=== design 1 ===
Design 1, placement view:
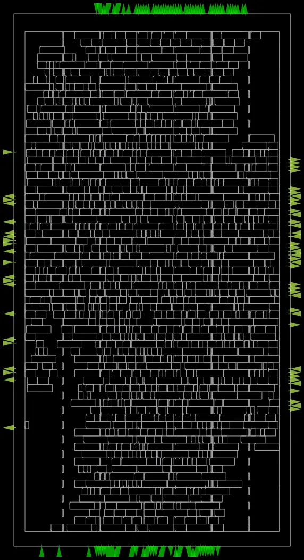
File: src/rtl/cart_image_loader.sv
// Cartridge image loader: copies one flash slot into image RAM, latches the mapper flags word,
// optionally verifies a trailing checksum, then waits a settle period before asserting cart_ready.
module cart_image_loader #(
  parameter int unsigned DATA_W        = 32,
  parameter int unsigned LOAD_WORDS    = 32768,
  parameter int unsigned SLOTS         = 16,
  parameter int unsigned SLOT_SHIFT    = 18,
  parameter logic [23:0] FLASH_BASE    = 24'h100000,
  parameter int unsigned SETTLE_CYCLES = 255,
  parameter int unsigned CHECK_EN      = 1,
  parameter int unsigned TIMEOUT       = 4095,
  localparam int unsigned IW           = (SLOTS > 1) ? $clog2(SLOTS) : 1,
  localparam int unsigned AW           = $clog2(LOAD_WORDS)
) (
  input  logic              clock,
  input  logic              reset_n,
  input  logic              reload,
  input  logic [IW-1:0]     index,
  output logic              flash_valid,
  input  logic              flash_ready,
  output logic [23:0]       flash_addr,
  input  logic [DATA_W-1:0] flash_rdata,
  output logic              mem_wren,
  output logic [AW-1:0]     mem_addr,
  output logic [DATA_W-1:0] mem_wdata,
  output logic [DATA_W-1:0] flags_out,
  output logic              cart_ready,
  output logic              busy,
  output logic [1:0]        err_code
);

  localparam int unsigned WIW   = AW + 1;
  localparam int unsigned WW    = $clog2(TIMEOUT + 2);
  localparam int unsigned SW    = $clog2(SETTLE_CYCLES + 2);
  localparam int unsigned Bytes = DATA_W / 8;

  localparam logic [WIW-1:0] LastIdx  = WIW'(LOAD_WORDS - 1);
  localparam logic [WIW-1:0] FlagsIdx = WIW'(LOAD_WORDS);
  localparam logic [WIW-1:0] CheckIdx = WIW'(LOAD_WORDS + 1);
  localparam logic [WW-1:0]  WaitMax  = WW'(TIMEOUT - 1);
  localparam logic [SW-1:0]  SettleMax = SW'(SETTLE_CYCLES);

  typedef enum logic [2:0] {
    StLoad,
    StFlags,
    StCheck,
    StSettle,
    StReady,
    StError
  } state_e;

  state_e            state_q, state_d;
  logic [IW-1:0]     slot_q, slot_d;
  logic [WIW-1:0]    word_idx_q, word_idx_d;
  logic [DATA_W-1:0] csum_q, csum_d;
  logic [WW-1:0]     wait_q, wait_d;
  logic [SW-1:0]     settle_q, settle_d;
  logic              mem_wren_q, mem_wren_d;
  logic [AW-1:0]     mem_addr_q, mem_addr_d;
  logic [DATA_W-1:0] mem_wdata_q, mem_wdata_d;
  logic [DATA_W-1:0] flags_q, flags_d;
  logic [1:0]        err_q, err_d;
  logic              flash_valid_q, flash_valid_d;
  logic              busy_q, busy_d;
  logic              cart_ready_q, cart_ready_d;
  logic              req_state;
  logic              accept;

  assign req_state = (state_q == StLoad) || (state_q == StFlags) || (state_q == StCheck);
  // A ready only counts while a request is actually outstanding.
  assign accept    = flash_valid_q && flash_ready;

  always_comb begin
    state_d     = state_q;
    slot_d      = slot_q;
    word_idx_d  = word_idx_q;
    csum_d      = csum_q;
    wait_d      = wait_q;
    settle_d    = settle_q;
    mem_wren_d  = 1'b0;
    mem_addr_d  = mem_addr_q;
    mem_wdata_d = mem_wdata_q;
    flags_d     = flags_q;
    err_d       = err_q;

    if (reload) begin
      slot_d     = index;
      word_idx_d = '0;
      csum_d     = '0;
      wait_d     = '0;
      settle_d   = '0;
      flags_d    = '0;
      err_d      = 2'd0;
      state_d    = StLoad;
      if (32'(index) >= SLOTS) begin
        state_d = StError;
        err_d   = 2'd3;
      end
    end else begin
      if (req_state && flash_valid_q) begin
        if (flash_ready) begin
          wait_d = '0;
        end else if (wait_q == WaitMax) begin
          state_d = StError;
          err_d   = 2'd1;
        end else begin
          wait_d = wait_q + WW'(1);
        end
      end

      case (state_q)
        StLoad: begin
          if (accept) begin
            mem_wren_d  = 1'b1;
            mem_addr_d  = word_idx_q[AW-1:0];
            mem_wdata_d = flash_rdata;
            csum_d      = csum_q + flash_rdata;
            word_idx_d  = word_idx_q + WIW'(1);
            if (word_idx_q == LastIdx) begin
              state_d = StFlags;
            end
          end
        end
        StFlags: begin
          if (accept) begin
            flags_d    = flash_rdata;
            csum_d     = csum_q + flash_rdata;
            word_idx_d = CheckIdx;
            state_d    = (CHECK_EN != 0) ? StCheck : StSettle;
          end
        end
        StCheck: begin
          if (accept) begin
            if (flash_rdata == csum_q) begin
              state_d = StSettle;
            end else begin
              state_d = StError;
              err_d   = 2'd2;
            end
          end
        end
        StSettle: begin
          if (settle_q == SettleMax) begin
            state_d = StReady;
          end else begin
            settle_d = settle_q + SW'(1);
          end
        end
        default: ;
      endcase

      if (state_d != state_q) begin
        wait_d   = '0;
        settle_d = '0;
      end
    end

    flash_valid_d = (state_d == StLoad) || (state_d == StFlags) || (state_d == StCheck);
    busy_d        = flash_valid_d || (state_d == StSettle);
    cart_ready_d  = (state_d == StReady);
  end

  always_ff @(posedge clock or negedge reset_n) begin
    if (!reset_n) begin
      state_q       <= StLoad;
      slot_q        <= '0;
      word_idx_q    <= '0;
      csum_q        <= '0;
      wait_q        <= '0;
      settle_q      <= '0;
      mem_wren_q    <= 1'b0;
      mem_addr_q    <= '0;
      mem_wdata_q   <= '0;
      flags_q       <= '0;
      err_q         <= 2'd0;
      flash_valid_q <= 1'b0;
      busy_q        <= 1'b0;
      cart_ready_q  <= 1'b0;
    end else begin
      state_q       <= state_d;
      slot_q        <= slot_d;
      word_idx_q    <= word_idx_d;
      csum_q        <= csum_d;
      wait_q        <= wait_d;
      settle_q      <= settle_d;
      mem_wren_q    <= mem_wren_d;
      mem_addr_q    <= mem_addr_d;
      mem_wdata_q   <= mem_wdata_d;
      flags_q       <= flags_d;
      err_q         <= err_d;
      flash_valid_q <= flash_valid_d;
      busy_q        <= busy_d;
      cart_ready_q  <= cart_ready_d;
    end
  end

  assign flash_addr  = FLASH_BASE + (24'(slot_q) << SLOT_SHIFT) + 24'(word_idx_q) * 24'(Bytes);
  assign flash_valid = flash_valid_q;
  assign mem_wren    = mem_wren_q;
  assign mem_addr    = mem_addr_q;
  assign mem_wdata   = mem_wdata_q;
  assign flags_out   = flags_q;
  assign cart_ready  = cart_ready_q;
  assign busy        = busy_q;
  assign err_code    = err_q;

endmodule
File: config.mk
export PLATFORM = sky130hd
export DESIGN_NAME = cart_image_loader
export DESIGN_NICKNAME = d
export VERILOG_FILES = /design/src/rtl/cart_image_loader.sv
export SDC_FILE = /design/constraint.sdc
export NUM_CORES = 1
export LEC_CHECK = 0
export CORE_ASPECT_RATIO = 2
export CORE_MARGIN = 4
export CORE_UTILIZATION = 48
export CTS_BUF_LIST = sky130_fd_sc_hd__clkbuf_16
export DETAILED_ROUTE_END_ITERATION = 6
export MAX_ROUTING_LAYER = met4
export PLACE_DENSITY = 0.83
export REMOVE_ABC_BUFFERS = 1
export SLEW_MARGIN = 30
export SYNTH_ARGS = -nofsm -noshare
export SYNTH_HDL_FRONTEND = slang
export SYNTH_SLANG_ARGS = --single-unit
File: constraint.sdc
create_clock -name clock -period 2.6 [get_ports clock]
set_input_delay 0.78 -clock clock [delete_from_list [all_inputs] [get_ports clock]]
set_output_delay 0.78 -clock clock [all_outputs]
set_load 0.05 [all_outputs]
==> reports/qor.yml <==
status:
  outcome: "finished with violations"
  violations: "setup timing"
finish:
  design.final.nets: 1257
  final_core_utilization_pct: 72.7
  flow.area_growth_from_synthesis_pct: 47.9
cts:
  clk_path_buf_depth: 2
  clock-sinks: 162
routing:
  drtPass1Iterations: 5
  detailroute.wirelength.met3_um: 888
global_routing:
  met1_usage_pct: 28.1
  global_route_congestion_overflow_total: 0
synthesis:
  syn_area_um2: 8580
  post_synth_inst_count: 887
  synth.yosys.seq_area_share_pct: 47.3
  logic_family: "simple AND/OR/NAND/NOR gates"
place:
  placed_instance_area_um2: 11300
timing:
  rsz0062_at_grt: "yes"
  post_layout_worst_setup_margin_ns: -0.0798
  finalSetupViolCount: 3
  period_used_pct: 103
power:
  switching_power_uw: 2550
## Picture notes: 'placement view' of design 1
Flop Count: 162
number of inserted filler cells in the final layout: 1142
cell row count: 68

-- layout make-up --
type	instances	area, um2
multi-input cells	665	4940
well taps	210	263
flip-flops and latches	162	4060
inverters	16	60.1
fillers	1142	4750
repair buffers	317	2800
clock inverters	14	141
clock buffers	17	425
-- path summary, 6_finish.rpt --
| check | start | endpoint | slack (ns) | cells past startpoint |
|---|---|---|---|---|
| max reg2reg | csum_q[0] | csum_q[12] | -0.05 | 10 |
| max | flash_rdata[0] | csum_q[12] | -0.08 | 11 |
| min reg2reg | csum_q[25] | csum_q[25] | 0.50 | 2 |
| max in group asynchronous | reset_n | wait_q[4] | 1.68 | 2 |
| min in group clock | csum_q[25] | csum_q[25] | 0.50 | 2 |
| min | reset_n | mem_wdata[19] | 0.24 | 1 |
-- registers in the layout, summed over array words and instances (netlist names) --
register and count:
csum_q 32, word_idx_q 16, slot_q 4, settle_q 9, flash_valid 1, mem_wdata 32, cart_ready 1, flags_out 32
mem_wren 1, busy 1, err_code 2, state_q 3, wait_q 13, mem_addr 15
-- timing repair --
action / 4_1_cts / 5_1_grt
gates cloned: 0 / 0
pin swaps: 49 / 57
buffers inserted: 6 / 12
setup endpoints to repair: 54 / 40
gates resized: 119 / 97

=== design 2 ===
File: src/rtl/exu_csr_req_pkg.sv
// exu_csr_req_pkg: shared data width, CSR op encodings and request FSM state encodings
package exu_csr_req_pkg;
  localparam int XLEN = 32;
  typedef enum logic [1:0] {
    CSR_OP_RSV = 2'b00,
    CSR_OP_RW  = 2'b01,
    CSR_OP_RS  = 2'b10,
    CSR_OP_RC  = 2'b11
  } csr_op_e;
  typedef enum logic [1:0] {
    ST_IDLE  = 2'b00,
    ST_READ  = 2'b01,
    ST_WRITE = 2'b10,
    ST_WBCK  = 2'b11
  } csr_req_st_e;
endpackage

File: src/rtl/exu_csr_req_alu.sv
// exu_csr_req_alu: combinational next-CSR-value computation
//   i_op   : CSR op (RW / RS / RC; reserved 00 behaves as RS)
//   i_rdat : current CSR value (0 when the read was skipped)
//   i_src  : rs1 value or zero-extended zimm
//   o_wdat : value to write back to the CSR
module exu_csr_req_alu
  import exu_csr_req_pkg::*;
(
  input  logic [1:0]      i_op,
  input  logic [XLEN-1:0] i_rdat,
  input  logic [XLEN-1:0] i_src,
  output logic [XLEN-1:0] o_wdat
);
  always_comb begin
    o_wdat = (i_op == CSR_OP_RW) ? i_src :
             (i_op == CSR_OP_RC) ? (i_rdat & ~i_src) : (i_rdat | i_src);
  end
endmodule

File: src/rtl/exu_csr_req.sv
// exu_csr_req: execute-stage CSR access initiator (read / write sequencing + writeback handshake)
//   clk, rst_n        : clock, synchronous active-low reset
//   i_valid/i_ready   : decoded CSR instruction handshake (op, imm_sel, rs1, rd, csr index)
//   csr_*             : CSR file access strobes, index, write data; read_csr_dat / csr_access_ilgl back
//   o_wbck_*          : old-value writeback handshake with rd index, write enable and error flag
// Optional feature macro E203_CSR_REQ_FAST_EN merges READ and WRITE into a single ACCESS cycle.
module exu_csr_req
  import exu_csr_req_pkg::*;
(
  input  logic            clk,
  input  logic            rst_n,
  input  logic            i_valid,
  output logic            i_ready,
  input  logic [1:0]      i_op,
  input  logic            i_imm_sel,
  input  logic [4:0]      i_rs1_idx,
  input  logic [XLEN-1:0] i_rs1_dat,
  input  logic [4:0]      i_rd_idx,
  input  logic [11:0]     i_csr_idx,
  output logic            csr_ena,
  output logic            csr_rd_en,
  output logic            csr_wr_en,
  output logic [11:0]     csr_idx,
  output logic [XLEN-1:0] wbck_csr_dat,
  input  logic [XLEN-1:0] read_csr_dat,
  input  logic            csr_access_ilgl,
  output logic            o_wbck_valid,
  input  logic            o_wbck_ready,
  output logic [XLEN-1:0] o_wbck_dat,
  output logic [4:0]      o_wbck_rdidx,
  output logic            o_wbck_rdwen,
  output logic            o_wbck_err
);
  csr_req_st_e     r_st;
  logic [1:0]      r_op;
  logic [XLEN-1:0] r_src, r_rdat, r_wdat;
  logic [4:0]      r_rd;
  logic [11:0]     r_csr_idx;
  logic            r_need_wr, r_csr_ena, r_csr_rd_en, r_csr_wr_en, r_valid, r_err, r_rdwen;
  logic [XLEN-1:0] w_src_in, w_alu, w_alu_rdat, w_alu_src;
  logic [1:0]      w_alu_op;
  logic            w_idle, w_need_rd, w_need_wr, w_go_wr;
  // One ALU serves both the write-only path (at accept, old value 0) and the read-then-write path.
  always_comb begin
    w_idle     = r_st == ST_IDLE;
    w_src_in   = i_imm_sel ? {{(XLEN-5){1'b0}}, i_rs1_idx} : i_rs1_dat;
    w_need_rd  = ~((i_op == CSR_OP_RW) & (i_rd_idx == 5'd0));
    w_need_wr  = (i_op == CSR_OP_RW) | (i_rs1_idx != 5'd0);
    w_alu_op   = w_idle ? i_op : r_op;
    w_alu_rdat = w_idle ? '0 : read_csr_dat;
    w_alu_src  = w_idle ? w_src_in : r_src;
`ifdef E203_CSR_REQ_FAST_EN
    w_go_wr    = 1'b0;
`else
    w_go_wr    = r_need_wr & ~csr_access_ilgl;
`endif
  end
  exu_csr_req_alu u_alu (
    .i_op   (w_alu_op),
    .i_rdat (w_alu_rdat),
    .i_src  (w_alu_src),
    .o_wdat (w_alu)
  );
  always_ff @(posedge clk) begin
    if (!rst_n) begin
      r_st        <= ST_IDLE;
      r_op        <= '0;
      r_src       <= '0;
      r_rdat      <= '0;
      r_wdat      <= '0;
      r_rd        <= '0;
      r_csr_idx   <= '0;
      r_need_wr   <= 1'b0;
      r_csr_ena   <= 1'b0;
      r_csr_rd_en <= 1'b0;
      r_csr_wr_en <= 1'b0;
      r_valid     <= 1'b0;
      r_err       <= 1'b0;
      r_rdwen     <= 1'b0;
    end else begin
      unique case (r_st)
        ST_IDLE: if (i_valid) begin
          r_op        <= i_op;
          r_src       <= w_src_in;
          r_rd        <= i_rd_idx;
          r_csr_idx   <= i_csr_idx;
          r_need_wr   <= w_need_wr;
          r_rdat      <= '0;
          r_wdat      <= w_alu;
          r_err       <= 1'b0;
          r_csr_ena   <= 1'b1;
          r_csr_rd_en <= w_need_rd;
`ifdef E203_CSR_REQ_FAST_EN
          r_csr_wr_en <= w_need_wr;
`else
          r_csr_wr_en <= ~w_need_rd;
`endif
          r_st        <= w_need_rd ? ST_READ : ST_WRITE;
        end
        // In the fast build this is the merged ACCESS cycle; w_go_wr is then always 0.
        ST_READ: begin
          r_rdat      <= read_csr_dat;
          r_wdat      <= w_alu;
          r_csr_ena   <= w_go_wr;
          r_csr_rd_en <= 1'b0;
          r_csr_wr_en <= w_go_wr;
          r_valid     <= ~w_go_wr;
          r_err       <= csr_access_ilgl;
          r_rdwen     <= ~w_go_wr & (r_rd != 5'd0) & ~csr_access_ilgl;
          r_st        <= w_go_wr ? ST_WRITE : ST_WBCK;
        end
        ST_WRITE: begin
          r_csr_ena   <= 1'b0;
          r_csr_wr_en <= 1'b0;
          r_valid     <= 1'b1;
          r_err       <= csr_access_ilgl;
          r_rdwen     <= (r_rd != 5'd0) & ~csr_access_ilgl;
          r_st        <= ST_WBCK;
        end
        default: if (o_wbck_ready) begin
          r_valid <= 1'b0;
          r_err   <= 1'b0;
          r_rdwen <= 1'b0;
          r_st    <= ST_IDLE;
        end
      endcase
    end
  end
  assign i_ready      = w_idle & rst_n;
  assign csr_ena      = r_csr_ena;
  assign csr_rd_en    = r_csr_rd_en;
  assign csr_idx      = r_csr_idx;
`ifdef E203_CSR_REQ_FAST_EN
  // Merged access: write data follows the live read data, and an illegal access never writes.
  assign csr_wr_en    = r_csr_wr_en & ~(r_csr_rd_en & csr_access_ilgl);
  assign wbck_csr_dat = (r_csr_rd_en & r_csr_wr_en) ? w_alu : r_wdat;
`else
  assign csr_wr_en    = r_csr_wr_en;
  assign wbck_csr_dat = r_wdat;
`endif
  assign o_wbck_valid = r_valid;
  assign o_wbck_dat   = r_err ? '0 : r_rdat;
  assign o_wbck_rdidx = r_rd;
  assign o_wbck_rdwen = r_rdwen;
  assign o_wbck_err   = r_err;
endmodule

File: config.mk
export PLATFORM = sky130hd
export DESIGN_NAME = exu_csr_req
export DESIGN_NICKNAME = d
export VERILOG_FILES = /design/src/rtl/exu_csr_req_pkg.sv /design/src/rtl/exu_csr_req_alu.sv /design/src/rtl/exu_csr_req.sv
export SDC_FILE = /design/constraint.sdc
export NUM_CORES = 1
export LEC_CHECK = 0
export ABC_AREA = 1
export CORE_ASPECT_RATIO = 0.8
export CORE_UTILIZATION = 51
export CTS_CLUSTER_SIZE = 20
export DETAILED_ROUTE_END_ITERATION = 6
export HOLD_SLACK_MARGIN = 0.12
export PLACE_DENSITY = 0.91
export SLEW_MARGIN = 20
export SYNTH_ARGS = -nofsm -noshare
export SYNTH_HDL_FRONTEND = slang
export SYNTH_SLANG_ARGS = --single-unit
File: constraint.sdc
create_clock -name clk -period 2.51 [get_ports clk]
set_input_delay 0.502 -clock clk [delete_from_list [all_inputs] [get_ports clk]]
set_output_delay 0.502 -clock clk [all_outputs]
set_load 0.05 [all_outputs]
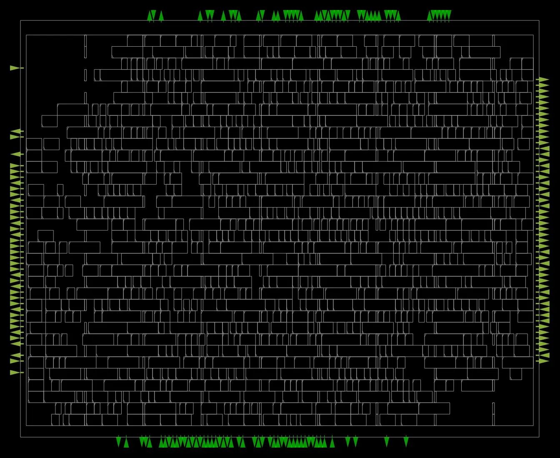
Design 2: placement view
share of cell area taken by flip-flops and latches: 29.7%
number of inserted filler cells in the final layout: 842
Tap Count: 144
final core utilization: 75.4%
Flop Count: 124

==> reports/qor.yml <==
status:
  outcome: "complete, no violations"
cts:
  htreeDepth: 4
  cts.repair_timing.setup_buffer_count: 0
  clk_path_buf_depth: 2
  cts_resized: 1
  clockRootBuffer: "clkbuf_16"
  cts_tree: "done"
power:
  netSwitchingFraction_pct: 46.6
  power_combinational_uw: 6360
  seq-power_uw: 2930
  leakage_uw: 0.00375
  total_power_uw: 11800
  seqPwrFrac_pct: 24.9
timing:
  clock.fmax_ghz: 0.417
  fin_setup_tns_ns: 0
  finalSetupViolCount: 0
finish:
  layout_top_cells: "nand2_1 (179), clkdlybuf4s50_1 (146), dfxtp_1 (124)"
  design.final.nets: 1143
critical_path:
  path_common_cell: "inv_1"
  end_kind: "primary output"
  reg2reg_setup_slack_ns: 0.41
  timing.critical_path.cells: "inv_1 > ha_4 > buf_4 > nand2_1 > inv_1 > buf_12"
  max_fanout_on_critical_path: 25
  critical-path-slowest-cell: "dfxtp_1"
  worstSetupPathType: "flip-flop to primary output"
  startpoint_of_the_worst_setup_timing_path: "r_st[0]"
global_routing:
  globalRouteMet3Util_pct: 8.56
  antenna_violations_before_repair: 0
  globalRouteTotalUtil_pct: 30.7
  global_route.usage.met2_pct: 46.0
  grt_busiest_layer: "met2"
routing:
  vias_per_cell: 5.35
  post_detailed_route_count_of_antenna_violating_nets: 0
  topRoutingLayerUsed: "met4"
  post-route-drc-count: 0
  vias: 6426
synthesis:
  synth.yosys.seq_area_share_pct: 41.7
  synth_area_leader_cell: "dfxtp_1"
  synth-xor-area-share_pct: 0
  synth-compound-area-share_pct: 17.4
  synth.top_cell.area_share_pct: 41.7
  number_of_synthesized_register_bits: 124
  synth.top_cells.by_area: "dfxtp_1 (42%), nand2_1 (11%), a21oi_1 (8.7%)"
  synth.yosys.warnings: 0
  post_synth_inst_count: 892
floorplanning:
  starting_utilization_of_the_core_area_pct: 53.6
  die_h_um: 98.6
  die_width_um: 123
  die-area_um2: 12100
  placementRows: 34
place:
  post-place-cells: 1170
  placed_instance_area_um2: 7760
flow_run:
  maxCapViolations: 0
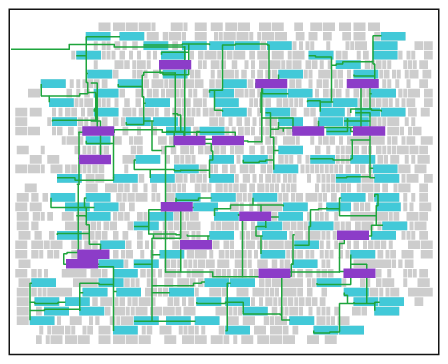
Design 2: clock distribution
[green] clock wires | length: 1530 um
[purple] clock-net drivers | count: 17
[cyan] flip-flops | count: 124
routed clock nets: 18
flops lie: widely spread
largest clock skew in the final design: 0.00895 ns
clock latency at the later pin of the worst-skew pair: 0.42 ns
power of the clock network: 2490 uW
fraction of power consumed by the clock network: 21.1%

==> worst max-delay path: cells and delay by family, from the launching register on <==
family | cells | cell delay [ns]
adders and majority gates | 1 | 0.33
buffers and inverters | 4 | 0.69
DFF | 1 | 0.36
and+or+nand+nor | 1 | 0.09
==> Yosys cell counts, drive strengths merged <==
| cell | n |
|---|---|
| ha | 4 |
| buf | 27 |
| a41oi | 1 |
| o21a | 1 |
| nor3b | 7 |
| inv | 103 |
| nand3 | 67 |
| dfxtp | 124 |
| nand2 | 182 |
| o211ai | 8 |
| clkbuf | 35 |
| or2 | 21 |
| nand3b | 10 |
| nor3 | 3 |
| o21ai | 85 |
| nor2 | 109 |
| a211oi | 1 |
| a21oi | 104 |
==> registers in the layout, summed over array words and instances (netlist names), 2 cells and up <==
register	count
csr_idx	12
o_wbck_rdidx	5
r_src	32
r_rdat	32
wbck_csr_dat	32
r_st	2
r_op	2
==> area by class of cell <==
class / count / area (um2)
multi-input combinational: 603 / 2810
sequential: 124 / 2480
clock inverter: 14 / 171
clock buffer: 18 / 429
timing repair buffer: 196 / 1910
tap: 144 / 180
fill: 842 / 2730
inverter: 103 / 387

=== design 3 ===
Design 3, clock distribution:
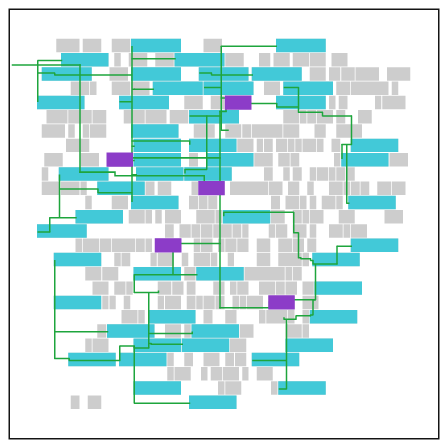
Design 3, wiring by layer:
The bar under the picture is 20 um long.
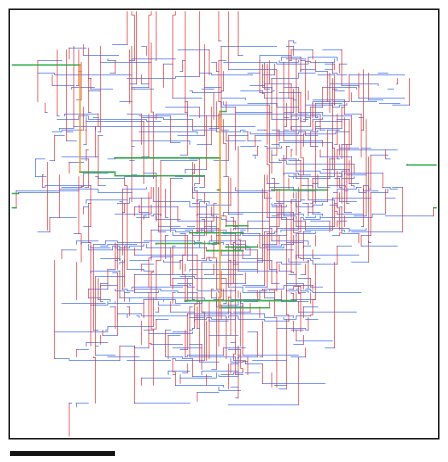
Design 3, placement view:
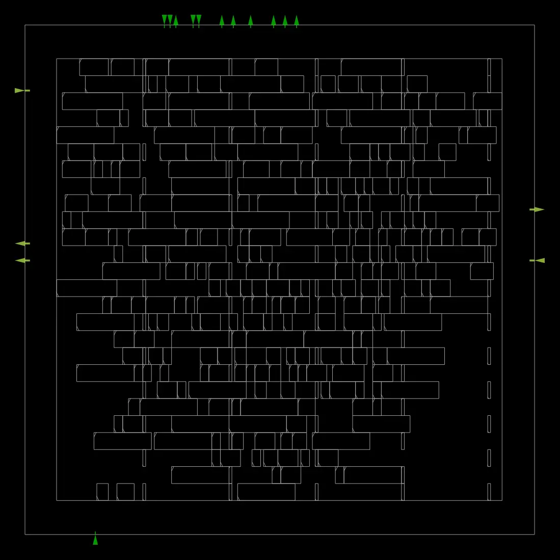
--- src/rtl/keypad_scan_ctrl.sv ---
// keypad_scan_ctrl: 4x4 matrix keypad scanner. Drives one column low at a time,
// debounces the row pattern on that column, emits a 4-bit key code over
// valid/ready and waits for a debounced release before scanning resumes.
// Optional feature: define KEYPAD_REPEAT_EN for auto-repeat while a key is held.
module keypad_scan_ctrl #(
  parameter int unsigned SETTLE_CYCLES = 27000,
  parameter int unsigned DB_CYCLES     = 540000,
  parameter int unsigned REPEAT_CYCLES = 13500000
) (
  input  logic       clk,
  input  logic       n_reset,
  input  logic [3:0] row_n,
  output logic [3:0] col_n,
  output logic [3:0] key_code,
  output logic       key_valid,
  input  logic       key_ready,
  output logic       key_busy
);

  typedef enum logic [2:0] {
    S_SETTLE,
    S_SAMPLE,
    S_CONFIRM,
    S_EMIT,
    S_RELEASE
  } state_e;

  localparam logic [23:0] SETTLE_LAST = 24'(SETTLE_CYCLES - 1);
  localparam logic [23:0] DB_LAST     = 24'(DB_CYCLES - 1);

  // Active-low column drive for a given column index.
  function automatic logic [3:0] col_onehot(input logic [1:0] idx);
    col_onehot = ~(4'b0001 << idx);
  endfunction

  // Index of the lowest 0 bit of a row pattern.
  function automatic logic [1:0] low_idx(input logic [3:0] p);
    low_idx = 2'd0;
    for (int i = 3; i >= 0; i--) begin
      if (!p[i]) low_idx = 2'(i);
    end
  endfunction

  // True when exactly one row line is pulled low.
  function automatic logic single_low(input logic [3:0] p);
    single_low = ($countones(~p) == 1);
  endfunction

  logic [3:0]  sync1_q;
  logic [3:0]  rows_s_q;
  state_e      state_q;
  logic [23:0] cnt_q;
  logic [1:0]  col_idx_q;
  logic [3:0]  col_n_q;
  logic [3:0]  pat_q;
  logic [3:0]  key_code_q;
  logic        key_valid_q;
  logic        key_busy_q;
`ifdef KEYPAD_REPEAT_EN
  localparam logic [23:0] REP_LAST = 24'(REPEAT_CYCLES - 1);
  logic [23:0] rep_q;
`endif

  // Two-flop synchronizer for the asynchronous row lines; idle value is all-high.
  always_ff @(posedge clk or negedge n_reset) begin
    if (!n_reset) begin
      sync1_q  <= 4'hF;
      rows_s_q <= 4'hF;
    end else begin
      // NOTE: non-blocking assignments make both flops sample the old values, giving a true 2-stage chain.
      sync1_q  <= row_n;
      rows_s_q <= sync1_q;
    end
  end

  // Scan / debounce / emit / release state machine with registered outputs.
  always_ff @(posedge clk or negedge n_reset) begin
    if (!n_reset) begin
      state_q     <= S_SETTLE;
      cnt_q       <= '0;
      col_idx_q   <= 2'd0;
      col_n_q     <= 4'b1110;
      pat_q       <= 4'hF;
      key_code_q  <= 4'h0;
      key_valid_q <= 1'b0;
      key_busy_q  <= 1'b0;
`ifdef KEYPAD_REPEAT_EN
      rep_q       <= '0;
`endif
    end else begin
      unique case (state_q)
        S_SETTLE: begin
          if (cnt_q == SETTLE_LAST) begin
            cnt_q   <= '0;
            state_q <= S_SAMPLE;
          end else begin
            cnt_q <= cnt_q + 24'd1;
          end
        end

        S_SAMPLE: begin
          cnt_q <= '0;
          if (rows_s_q == 4'hF) begin
            col_idx_q <= col_idx_q + 2'd1;
            col_n_q   <= col_onehot(col_idx_q + 2'd1);
            state_q   <= S_SETTLE;
          end else begin
            pat_q   <= rows_s_q;
            state_q <= S_CONFIRM;
          end
        end

        S_CONFIRM: begin
          if (rows_s_q != pat_q) begin
            // Bounce: restart settling on the same column.
            cnt_q   <= '0;
            state_q <= S_SETTLE;
          end else if (cnt_q == DB_LAST) begin
            cnt_q      <= '0;
            key_busy_q <= 1'b1;
`ifdef KEYPAD_REPEAT_EN
            rep_q      <= '0;
`endif
            if (single_low(pat_q)) begin
              key_valid_q <= 1'b1;
              key_code_q  <= {low_idx(pat_q), col_idx_q};
              state_q     <= S_EMIT;
            end else begin
              // Multi-key or ghost pattern: swallow it and wait for release.
              state_q <= S_RELEASE;
            end
          end else begin
            cnt_q <= cnt_q + 24'd1;
          end
        end

        S_EMIT: begin
          // Rows are ignored here; a confirmed press is always delivered.
          if (key_ready) begin
            key_valid_q <= 1'b0;
            cnt_q       <= '0;
            state_q     <= S_RELEASE;
`ifdef KEYPAD_REPEAT_EN
            rep_q       <= '0;
`endif
          end
        end

        S_RELEASE: begin
          if (rows_s_q == 4'hF) begin
            if (cnt_q == DB_LAST) begin
              cnt_q      <= '0;
              col_idx_q  <= col_idx_q + 2'd1;
              col_n_q    <= col_onehot(col_idx_q + 2'd1);
              key_busy_q <= 1'b0;
              state_q    <= S_SETTLE;
            end else begin
              cnt_q <= cnt_q + 24'd1;
            end
          end else begin
            cnt_q <= '0;
          end
`ifdef KEYPAD_REPEAT_EN
          // Held key (same single-key pattern) re-emits the latched code.
          if (rows_s_q == pat_q && single_low(pat_q)) begin
            if (rep_q == REP_LAST) begin
              rep_q       <= '0;
              cnt_q       <= '0;
              key_valid_q <= 1'b1;
              state_q     <= S_EMIT;
            end else begin
              rep_q <= rep_q + 24'd1;
            end
          end else begin
            rep_q <= '0;
          end
`endif
        end

        default: state_q <= S_SETTLE;
      endcase
    end
  end

  assign col_n     = col_n_q;
  assign key_code  = key_code_q;
  assign key_valid = key_valid_q;
  assign key_busy  = key_busy_q;

endmodule

--- config.mk ---
export PLATFORM = sky130hd
export DESIGN_NAME = keypad_scan_ctrl
export DESIGN_NICKNAME = d
export VERILOG_FILES = /design/src/rtl/keypad_scan_ctrl.sv
export SDC_FILE = /design/constraint.sdc
export NUM_CORES = 1
export LEC_CHECK = 0
export CAP_MARGIN = 20
export CORE_MARGIN = 5
export CORE_UTILIZATION = 50
export CTS_CLUSTER_DIAMETER = 120
export CTS_CLUSTER_SIZE = 20
export DETAILED_ROUTE_END_ITERATION = 8
export HOLD_SLACK_MARGIN = 0.02
export PLACE_DENSITY = 0.77
export SLEW_MARGIN = 15
export SYNTH_ARGS = -nofsm -noshare
export SYNTH_HDL_FRONTEND = slang
export SYNTH_SLANG_ARGS = --single-unit
--- constraint.sdc ---
create_clock -name clk -period 2.6 [get_ports clk]
set_clock_uncertainty 0.05 [all_clocks]
set_input_delay 0.39 -clock clk [delete_from_list [all_inputs] [get_ports clk]]
set_output_delay 0.39 -clock clk [all_outputs]
set_load 0.005 [all_outputs]
==> reports/qor.yml <==
global_routing:
  antenna_violations_before_repair: 0
  first_global_vias: 1858
  maximum_number_of_pins_on_one_net_before_global_route_repair: 52
  first_pass_grt_wire_length_um: 8400
critical_path:
  path_common_cell: "ha_1"
  critical_path_depth: 8
  cp.required_ns: 2.75
  timing.critical_path.cells: "fa_1 > inv_1 > ha_1 > ha_1 > nor3b_2 > nor2b_4 > and2_4 > mux2_2"
  critical_path.reg2reg.startpoint: "pat_q[0]"
  cp-start-kind: "flip-flop"
  cpLargestDelayFamily: "adder cells"
  reg2reg_setup_slack_ns: 0.11
  crit_arrival_ns: 2.64
hold_path:
  worst_hold_path_type: "input pin to async pin"
cts:
  htreeDepth: 2
  ctsHoldBuffers: 0
  clk_path_buf_depth: 2
  clock-sinks: 51
  cts_tree: "done"
status:
  outcome: "complete, no violations"
floorplanning:
  die_width_um: 81.6
  total_i_o_pin_count: 17
  tapcell.inserted: 70
place:
  post-place-cells: 346
finish:
  final_core_utilization_pct: 59.7
  logic_gate_fraction_of_the_total_cell_area_pct: 39.8
  layout-drive-gt1-share_pct: 17.3
  inverters: 14
  antenna_cells_inserted: 0
synthesis:
  ys_area_um2: 2560
  syn_area_um2: 2560
  synth.top_cells.by_area: "dfrtp_1 (35%), dfstp_2 (15%), nor2_1 (4.8%)"
  synth.area.mux_share_pct: 3.71
  synth_area_per_cell_um2: 10.2
  post_synth_inst_count: 251
  synthFlopType: "dfrtp_1"
  number_of_synthesized_register_bits: 51
routing:
  drtPass1Iterations: 4
  detail_route.iter0.violations: 76
flow_run:
  maxCapViolations: 0
  tool_warnings: 29
timing:
  worst_hold_slack_ns: 0.118
  rsz0062_at_grt: "no"
  finalSetupViolCount: 0
power:
  powerDensity_nw_per_um2: 438
## Picture notes: 'clock distribution' of design 3
[purple] clock-net drivers | count: 5
[green] clock wires | length: 590 um
[cyan] flip-flops | count: 51
routed clock nets: 6
power of the clock network: 479 uW
clock latency at the later pin of the worst-skew pair: 0.31 ns
fraction of power consumed by the clock network: 36.3%

## Picture notes: 'wiring by layer' of design 3
| color | layer | wire length |
|---|---|---|
| green | M3 | 147 um |
| red | M2 | 2340 um |
| orange | M4 | 57.8 um |
| blue | M1 | 2400 um |
total wire length after detailed routing: 4950 um
total global routing track utilization: 16.4%
Avg WL per Cell: 14.0 um
overall via count from detail_route: 1894

## Picture notes: 'placement view' of design 3
cell row count: 26
share of cell area taken by flip-flops and latches: 43.0%
Post-Layout Cell Count: 354

[sequential cells by signal, summed over array words and instances (netlist names)]
signal,count
cnt_q,24
col_idx_q,2
col_n,4
key_busy,1
key_code,4
key_valid,1
pat_q,4
rows_s_q,4
state_q,3
sync1_q,4
[layer usage]
metal / share of wire [%] / wire (um) / track usage, % / vias up
met4: 1.2 / 57 / 5.07 / 0
li1: - / - / - / 933
met1: 49 / 2400 / 22.1 / 932
met5: 0 / 0 / 0 / -
met2: 47 / 2340 / 26.3 / 22
met3: 3.0 / 146 / 3.62 / 7
[stage by stage]
step	instance area (um2)	power (uW)
floorplan	2570	827
global placement	2910	855
detailed placement	2910	856
CTS	3000	1340
global route	3010	1370
finish	3010	1320
[cells in the final DEF, fill, tap and decap left out, types with 11 or more instances in the layout]
cell             Yosys  routed
buf_4                2      14
clkdlybuf4s50_1      0      15
dfrtp_1             36      36
dfstp_2             15      15
inv_1               14      14
nand2_1             19      19
nand3_1             12      12
nand4_1             11      11
nor2_1              33      33
o21ai_0             11      11
xnor2_1             12      12
xor2_1              13      13
[report_power, final]
| part | internal (uW) | switching (uW) |
|---|---|---|
| combinational | 11.9 | 18.5 |
| sequential | 805 | 4.95 |
| clock | 198 | 282 |


==> notes/layouts.md <==
Pictures saved along the way, in no particular order.

I/O nets highlighted.
Plate I
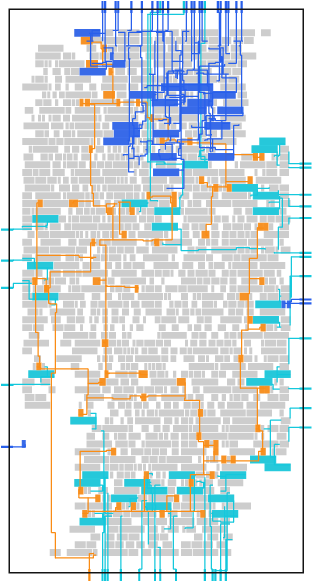
Plate II
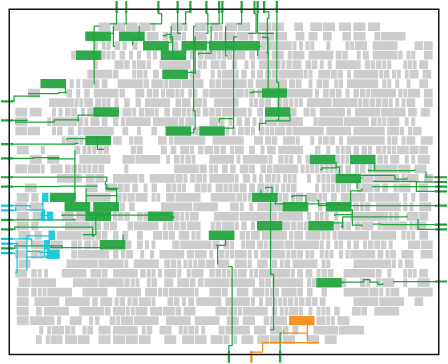
Plate III
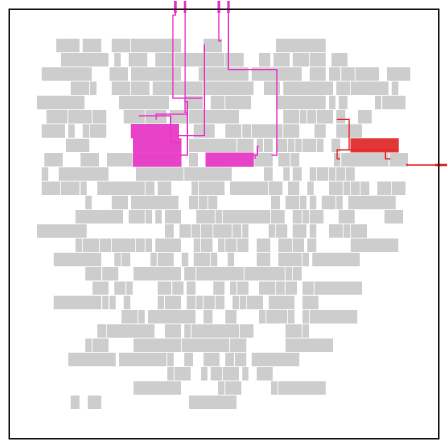
design 2: Plate II
design 3: Plate III
design 1: Plate I
Of these, fewest cells: Plate III

Key to Plate III:
| color | port | bits | direction | edge | end cells | buffers | wire |
|---|---|---|---|---|---|---|---|
| red | key_busy | 1 | output | right | 1 | 1 | 30.0 um |
| magenta | key_code | 4 | output | top | 4 | 4 | 144 um |

Power figures rest on the tool's default switching activity, not on a simulated workload.
